# block 1

block_1/ff_map.png
Other sequential cells in the stronger grey, the rest of the logic in the fainter grey.
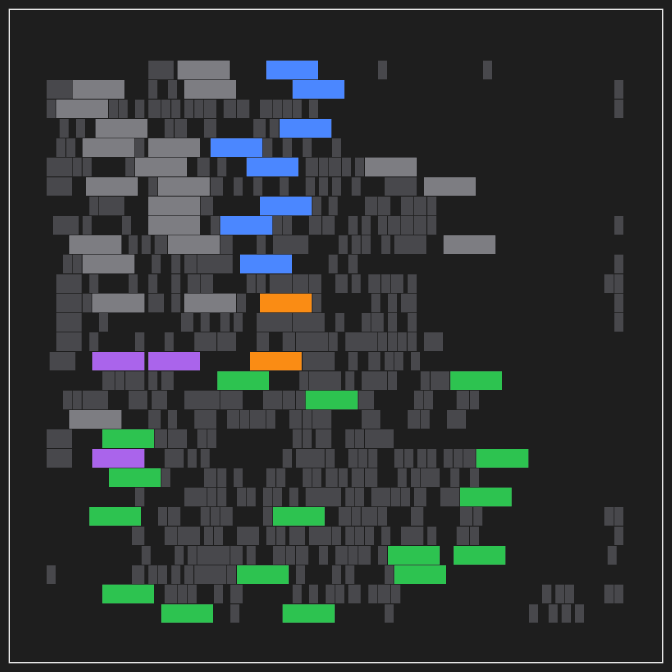

### config.mk
export PLATFORM = sky130hd
export DESIGN_NAME = sc1_port_uart_tx
export DESIGN_NICKNAME = d
export VERILOG_FILES = /design/src/rtl/sc1_port_uart_tx.sv
export SDC_FILE = /design/constraint.sdc
export NUM_CORES = 1
export LEC_CHECK = 0
export ABC_AREA = 1
export CAP_MARGIN = 20
export CORE_MARGIN = 5
export CORE_UTILIZATION = 41
export CTS_CLUSTER_DIAMETER = 120
export DETAILED_ROUTE_END_ITERATION = 6
export PLACE_DENSITY = 0.68
export RECOVER_POWER = 100
export REMOVE_ABC_BUFFERS = 1
export SETUP_SLACK_MARGIN = 0.02
export SYNTH_ARGS = -nofsm -noshare
export SYNTH_HDL_FRONTEND = slang
export SYNTH_SLANG_ARGS = --single-unit
### constraint.sdc
create_clock -name clk -period 2.2 [get_ports clk]
set_input_delay 0.66 -clock clk [delete_from_list [all_inputs] [get_ports clk]]
set_output_delay 0.66 -clock clk [all_outputs]
set_load 0.005 [all_outputs]
### src/rtl/sc1_port_uart_tx.sv
// UART 8N1 transmitter on the sc1_cpu port pair: toggle-handshake request/ack,
// one holding register in front of the shift register so frames can run back to back.
module sc1_port_uart_tx #(
    parameter int WIDTH_D   = 32,
    parameter int BAUD_DIV  = 104,
    parameter int DIV_WIDTH = 16
) (
    input  logic               clk,
    input  logic               reset,
    input  logic [WIDTH_D-1:0] cpu_port_out,
    output logic [WIDTH_D-1:0] cpu_port_in,
    output logic               uart_txd
);
    // state | meaning
    // IDLE  | line high, waiting for the holding register to fill
    // START | start bit (low) for BAUD_DIV clocks
    // DATA  | data bits LSB first, BAUD_DIV clocks each
    // STOP  | stop bit (high); reload from hold here for gapless frames
    typedef enum logic [1:0] {IDLE, START, DATA, STOP} state_t;

    localparam logic [DIV_WIDTH-1:0] BAUD_LAST = DIV_WIDTH'(BAUD_DIV - 1);

    state_t               state;
    logic                 req_r;
    logic [7:0]           byte_r;
    logic [7:0]           hold_q;
    logic [7:0]           shift_q;
    logic                 hold_full;
    logic                 ack;
    logic [DIV_WIDTH-1:0] baud_cnt;
    logic [2:0]           bit_idx;

    logic bit_end;
    logic accept;
    logic frame_end;
    logic load;
    logic hold_full_n;
    logic ack_n;
    logic busy_n;
    logic unused_port_hi;

    assign unused_port_hi = ^cpu_port_out[WIDTH_D-1:9];

    assign bit_end     = (baud_cnt == '0);
    assign accept      = (req_r != ack) && !hold_full;
    assign frame_end   = (state == STOP) && bit_end;
    assign load        = hold_full && ((state == IDLE) || frame_end);
    assign hold_full_n = load ? 1'b0 : (accept ? 1'b1 : hold_full);
    assign ack_n       = accept ? req_r : ack;
    // port_in is registered from next-state values so ack shows two edges after a write
    assign busy_n      = hold_full_n | load | ((state != IDLE) && !frame_end);

    always_ff @(posedge clk) begin
        if (reset) begin
            state       <= IDLE;
            req_r       <= 1'b0;
            byte_r      <= 8'h00;
            hold_q      <= 8'h00;
            shift_q     <= 8'h00;
            hold_full   <= 1'b0;
            ack         <= 1'b0;
            baud_cnt    <= BAUD_LAST;
            bit_idx     <= 3'd0;
            uart_txd    <= 1'b1;
            cpu_port_in <= '0;
        end else begin
            req_r       <= cpu_port_out[8];
            byte_r      <= cpu_port_out[7:0];
            hold_full   <= hold_full_n;
            ack         <= ack_n;
            cpu_port_in <= WIDTH_D'({hold_full_n, busy_n, ack_n});
            if (accept) begin
                hold_q <= byte_r;
            end

            if (load) begin
                shift_q  <= hold_q;
                state    <= START;
                baud_cnt <= BAUD_LAST;
                bit_idx  <= 3'd0;
                uart_txd <= 1'b0;
            end else begin
                case (state)
                    IDLE: begin
                        uart_txd <= 1'b1;
                    end
                    START: begin
                        if (bit_end) begin
                            state    <= DATA;
                            baud_cnt <= BAUD_LAST;
                            bit_idx  <= 3'd0;
                            uart_txd <= shift_q[0];
                        end else begin
                            baud_cnt <= baud_cnt - 1'b1;
                        end
                    end
                    DATA: begin
                        if (bit_end) begin
                            baud_cnt <= BAUD_LAST;
                            if (bit_idx == 3'd7) begin
                                state    <= STOP;
                                uart_txd <= 1'b1;
                            end else begin
                                bit_idx  <= bit_idx + 3'd1;
                                uart_txd <= shift_q[bit_idx + 3'd1];
                            end
                        end else begin
                            baud_cnt <= baud_cnt - 1'b1;
                        end
                    end
                    STOP: begin
                        if (bit_end) begin
                            state    <= IDLE;
                            uart_txd <= 1'b1;
                        end else begin
                            baud_cnt <= baud_cnt - 1'b1;
                        end
                    end
                    default: begin
                        state    <= IDLE;
                        uart_txd <= 1'b1;
                    end
                endcase
            end
        end
    end
endmodule
# block 2

`config.mk`:
```
export PLATFORM = sky130hd
export DESIGN_NAME = lc2k_fetch
export DESIGN_NICKNAME = d
export VERILOG_FILES = /design/src/rtl/lc2k_fetch.sv
export SDC_FILE = /design/constraint.sdc
export NUM_CORES = 1
export LEC_CHECK = 0
export ABC_CLOCK_PERIOD_IN_PS = 1950
export CORE_MARGIN = 3
export CORE_UTILIZATION = 42
export DETAILED_ROUTE_END_ITERATION = 8
export GPL_ROUTABILITY_DRIVEN = 1
export PLACE_DENSITY = 0.8
export SLEW_MARGIN = 5
export SYNTH_ARGS = -nofsm -noshare
export SYNTH_HDL_FRONTEND = slang
export SYNTH_SLANG_ARGS = --single-unit
```
`constraint.sdc`:
```
create_clock -name clk -period 1.95 [get_ports clk]
set_input_delay 0.39 -clock clk [delete_from_list [all_inputs] [get_ports clk]]
set_output_delay 0.39 -clock clk [all_outputs]
set_load 0.01 [all_outputs]
```
`src/rtl/lc2k_fetch.sv`:
```
// rtl/lc2k_fetch.sv - LC-2K fetch stage: PC owner, imem address driver, one-entry output buffer
//
// Fetches one word per cycle from a combinational-read imem into a one-entry
// buffer that is handed to decode with a valid/ready handshake.
//   clk, reset      : rising-edge clock, synchronous active-high reset
//   imem_pc         : word address to imem (full PC, imem truncates)
//   imem_instr      : instruction returned combinationally for imem_pc
//   out_valid/out_ready/out_instr/out_pc : buffered instruction toward decode
//   redirect_valid/redirect_pc           : single-cycle PC change from execute
//   halted          : halt instruction consumed by decode (sticky)
//   fault           : fetch attempted with PC >= IMEM_DEPTH (sticky)
module lc2k_fetch #(
    parameter int PC_WIDTH   = 32,
    parameter int IMEM_DEPTH = 256,
    parameter int RESET_PC   = 0
) (
    input  logic                clk,
    input  logic                reset,
    output logic [PC_WIDTH-1:0] imem_pc,
    input  logic [31:0]         imem_instr,
    output logic                out_valid,
    output logic [31:0]         out_instr,
    output logic [PC_WIDTH-1:0] out_pc,
    input  logic                out_ready,
    input  logic                redirect_valid,
    input  logic [PC_WIDTH-1:0] redirect_pc,
    output logic                halted,
    output logic                fault
);

    typedef enum logic [1:0] {
        RUN    = 2'd0,
        DRAIN  = 2'd1,
        HALTED = 2'd2,
        FAULT  = 2'd3
    } state_t;

    localparam logic [PC_WIDTH-1:0] DEPTH_PC = PC_WIDTH'(IMEM_DEPTH);
    localparam logic [2:0]          OP_HALT  = 3'b110;

    state_t              r_state,     w_state_nxt;
    logic [PC_WIDTH-1:0] r_pc,        w_pc_nxt;
    logic                r_out_valid, w_out_valid_nxt;
    logic [31:0]         r_out_instr, w_out_instr_nxt;
    logic [PC_WIDTH-1:0] r_out_pc,    w_out_pc_nxt;
    logic                r_halted,    w_halted_nxt;
    logic                r_fault,     w_fault_nxt;

    logic w_transfer;
    logic w_can_fetch;
    logic w_in_range;

    assign w_transfer  = r_out_valid && out_ready;
    // Buffer is free when empty or being drained this cycle; a redirect wins.
    assign w_can_fetch = (r_state == RUN) && (!r_out_valid || out_ready) && !redirect_valid;
    assign w_in_range  = r_pc < DEPTH_PC;

    always_ff @(posedge clk) begin
        if (reset) begin
            r_state     <= RUN;
            r_pc        <= PC_WIDTH'(RESET_PC);
            r_out_valid <= 1'b0;
            r_out_instr <= '0;
            r_out_pc    <= '0;
            r_halted    <= 1'b0;
            r_fault     <= 1'b0;
        end else begin
            r_state     <= w_state_nxt;
            r_pc        <= w_pc_nxt;
            r_out_valid <= w_out_valid_nxt;
            r_out_instr <= w_out_instr_nxt;
            r_out_pc    <= w_out_pc_nxt;
            r_halted    <= w_halted_nxt;
            r_fault     <= w_fault_nxt;
        end
    end

    always_comb begin
        w_state_nxt     = r_state;
        w_pc_nxt        = r_pc;
        w_out_valid_nxt = r_out_valid;
        w_out_instr_nxt = r_out_instr;
        w_out_pc_nxt    = r_out_pc;
        w_halted_nxt    = r_halted;
        w_fault_nxt     = r_fault;

        case (r_state)
            RUN: begin
                if (redirect_valid) begin
                    // Flush even if decode is accepting: the buffered word is on the wrong path.
                    w_out_valid_nxt = 1'b0;
                    w_pc_nxt        = redirect_pc;
                end else if (w_can_fetch) begin
                    if (w_in_range) begin
                        w_out_instr_nxt = imem_instr;
                        w_out_pc_nxt    = r_pc;
                        w_out_valid_nxt = 1'b1;
                        w_pc_nxt        = r_pc + PC_WIDTH'(1);
                        if (imem_instr[24:22] == OP_HALT) begin
                            w_state_nxt = DRAIN;
                        end
                    end else begin
                        w_out_valid_nxt = 1'b0;
                        w_fault_nxt     = 1'b1;
                        w_state_nxt     = FAULT;
                    end
                end
            end
            DRAIN: begin
                // The halt may be speculative behind a taken branch, so a redirect revives fetch.
                if (redirect_valid) begin
                    w_out_valid_nxt = 1'b0;
                    w_pc_nxt        = redirect_pc;
                    w_state_nxt     = RUN;
                end else if (w_transfer) begin
                    w_out_valid_nxt = 1'b0;
                    w_halted_nxt    = 1'b1;
                    w_state_nxt     = HALTED;
                end
            end
            default: begin
                w_out_valid_nxt = 1'b0;
            end
        endcase
    end

    assign imem_pc   = r_pc;
    assign out_valid = r_out_valid;
    assign out_instr = r_out_instr;
    assign out_pc    = r_out_pc;
    assign halted    = r_halted;
    assign fault     = r_fault;

endmodule

```
block_2/congestion_map.png
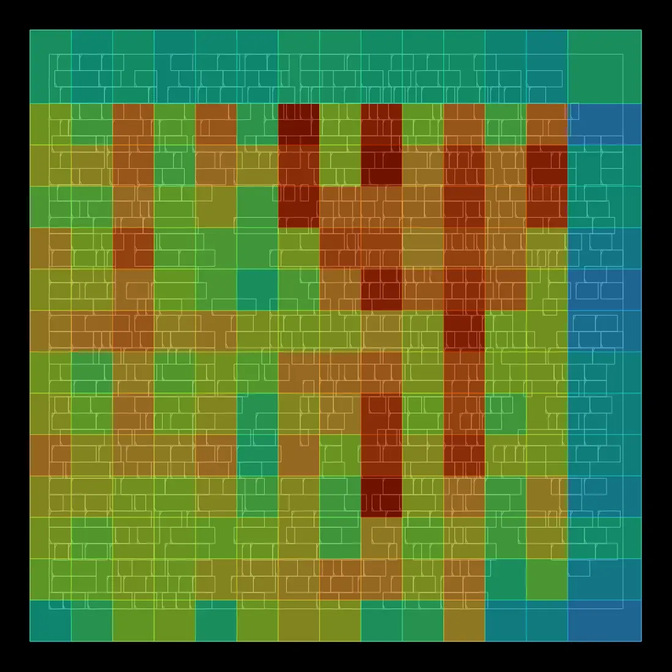
met2 usage: 37.28%
Final Util: 72.09%

==> run summary, block 2 <==
Reg-to-Reg End - imem_pc[0]$_SDFFE_PP0P_
antenna violations before repair - 0
Final HPWL DP - 8647 um
Tool Warnings - 27
most frequent cells in the layout - clkdlybuf4s50_1 (165), dfxtp_1 (99), nor2_1 (54)
Seq group - 2230 uW
Synth mux share - 10.35%
FF-to-FF path depth - 6
die area - 10400 um^2
RSZ-0062 raised after global routing - true
clkbuf count - 9
# setup viols final - 0
critical path arrival - 2.20 ns
Placer Congestion - 0.8511
combinational share of cell area - 28.74%
per-cell routed wire length - 16.28 um
Comb gate area - 1833 um^2
Inst Count DP - 722
Cell Chain, Critical Path - nor4_1 > nand4_1 > buf_4 > o31a_1 > or3_1 > a31oi_1
f_max - 525.9 MHz
fp util - 43.72%
Unique cell types - 40
Slew HR - 58.21%
hold_buf cts - 0
grt met3 use - 8.328%
Async SR Flop Fraction - 0%
die height - 102.0 um
Leading cell kind - non-clock buffers
fa+ha+maj area frac - 0.3234%
pre-CTS WS - -0.3052 ns
Clock Tree Root - clkbuf_8
Slew @ Worst Pin - 0.6245 ns
crit-path max FO - 5
CP endpoint kind - flop
min Tclk post-route - 1.901 ns
Top cell excl fill/tap - clkdlybuf4s50_1
Die W - 102.0 um
final period utilization - 97.51%
Power, Total - 4574 uW
n_diodes - 0
vias in the first global route - 3937
clock slew at reported path FFs - 0.11 ns
Top Family by Delay on Critical Path - simple AND/OR/NAND/NOR gates
gr busiest metal - met2
Simple Share, Synth - 22.45%
synthesized area - 3869 um^2
WHS Endpoint - out_instr[17]$_SDFFE_PP0P_
clk_skew - 0.008986 ns
Int Power - 3226 uW
number of fill cells - 658
top routing layer in use - met4
outcome - finished clean
hold path start - reset
IO Pins - 167
worst min-delay path class - in -> reg
Top cell area share - 52.26%
largest buffer count on any clock path - 2
multi-input gates - 293
worst setup margin - 0.04863 ns
clk tree area frac - 3.178%
Post-Layout Cell Count - 746
YS chip area - 3869 um^2
Final Hold Violating Endpoints - 0
CP bufs+invs - 1
clock sinks - 101
area fraction in compound gates - 11.29%
DRT met1 WL - 4702 um
Reg power frac - 48.8%
hold_ws - 0.4045 ns
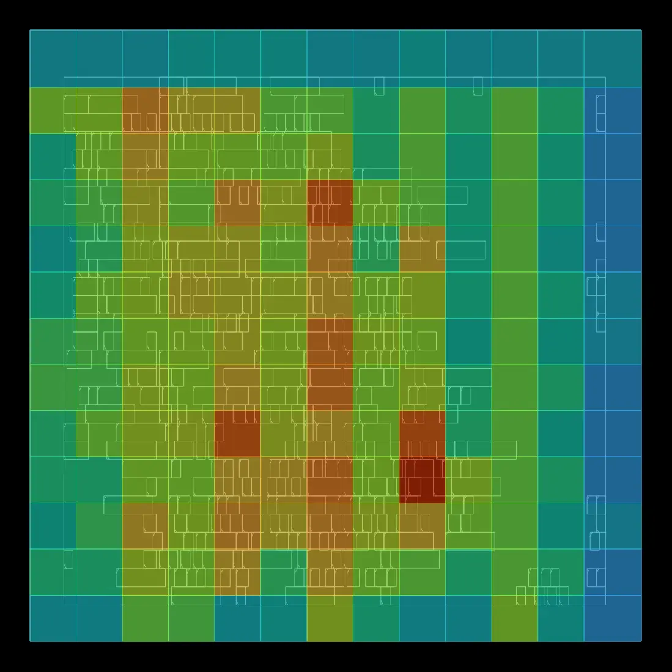
block_1/congestion_map.png
Final Util: 45.47%
M1 GR Usage: 17.21%
GRT Total Usage: 12.45%

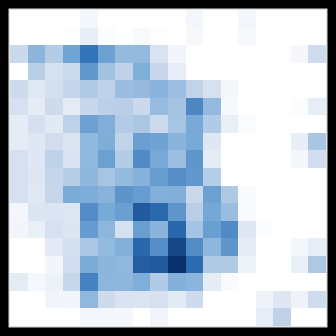
block_1/route_heat.png
The die is cut into 18 by 18 equal tiles; white is low, dark blue is high, scaled to the fullest tile. Values are wire area over tile area, all layers added.
densest ninth of the die = centre
emptiest ninth of the die = upper right
fullest tile = 0.47
nearly empty tiles = 35%
mean over tiles = 0.097
tiles over half the peak = 13%
per-cell routed wire length: 10.34 um
vias after detailed routing: 2255
aggregate routed wire length: 5065 um

## Picture notes: block_1/ff_map.png
shift_q -> blue  # flops 8, where top centre
cpu_port_in -> purple  # flops 3
baud_cnt -> green  # flops 16
state -> orange  # flops 2
not coloured = 21
Seq/total area: 34.47%
Seq group: 1060 uW
Register Area: 1001 um^2

==> run summary, block 1 <==
max reg flops - 16
Clock Tree Root - clkbuf_8
Reg-to-Reg End - baud_cnt[15]$_SDFFE_PP0P_
RSZ-0062 raised after global routing - false
Leak Pwr - 0.001395 uW
most frequent cells in the layout - nand2_1 (80), nor2_1 (78), dfxtp_1 (50)
die area - 8349 um^2
gr busiest metal - met2
PwrDens - 738.7 nW/um^2
Tool Warnings - 53
Top cell excl fill/tap - nand2_1
Avg Inst Size Synth - 6.856 um^2
count of library flops with an enable pin - 0
f_max - 510.8 MHz
largest area contributor in the netlist - dfxtp_1
WHS Endpoint - hold_q[4]$_SDFFE_PP0P_
WP depth - 1
Top Consumer - sequential cells
met2 usage - 19.47%
WL met3 - 273 um
hold_ws - 0.4681 ns
n_diodes - 0
Synth Area in XOR/XNOR - 1.613%
outcome - finished clean
final slew viol count - 0


## Gallery

Metal layers overlaid.
The bar under the picture is 20 um long. Two of the layers only.
shot_01.png
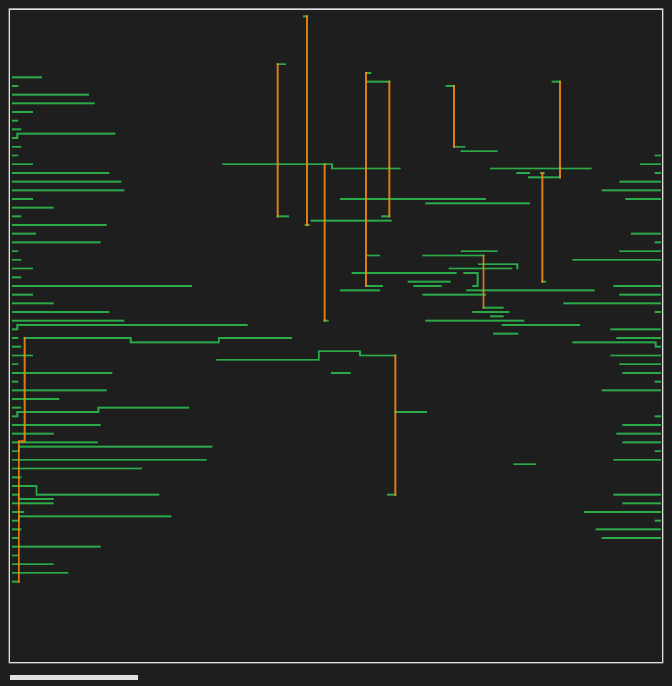
shot_02.png
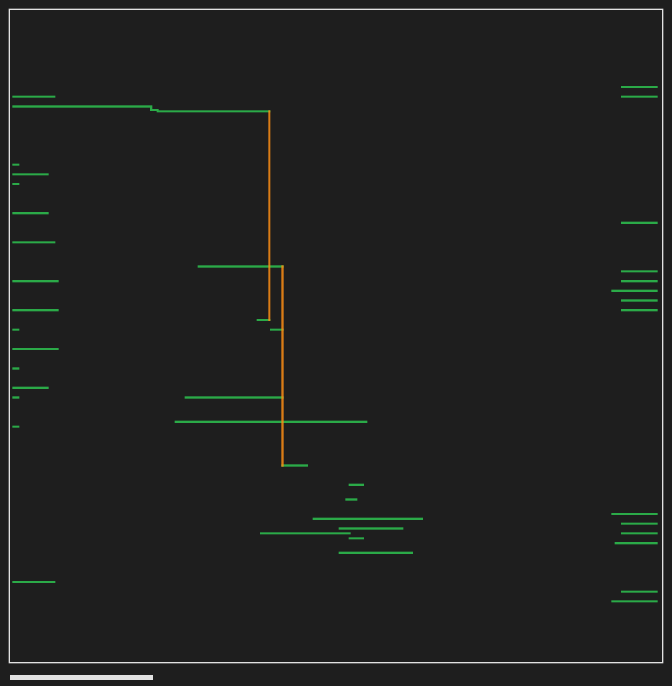
Of these, most wire: shot_01.png
Of these, largest die: shot_01.png
- block 2 = shot_01.png
- block 1 = shot_02.png

Key to shot_02.png:
M4 -> orange  # wire length 57.1 um
M3 -> green  # wire length 274 um

Power and IR drop assume default switching activity.
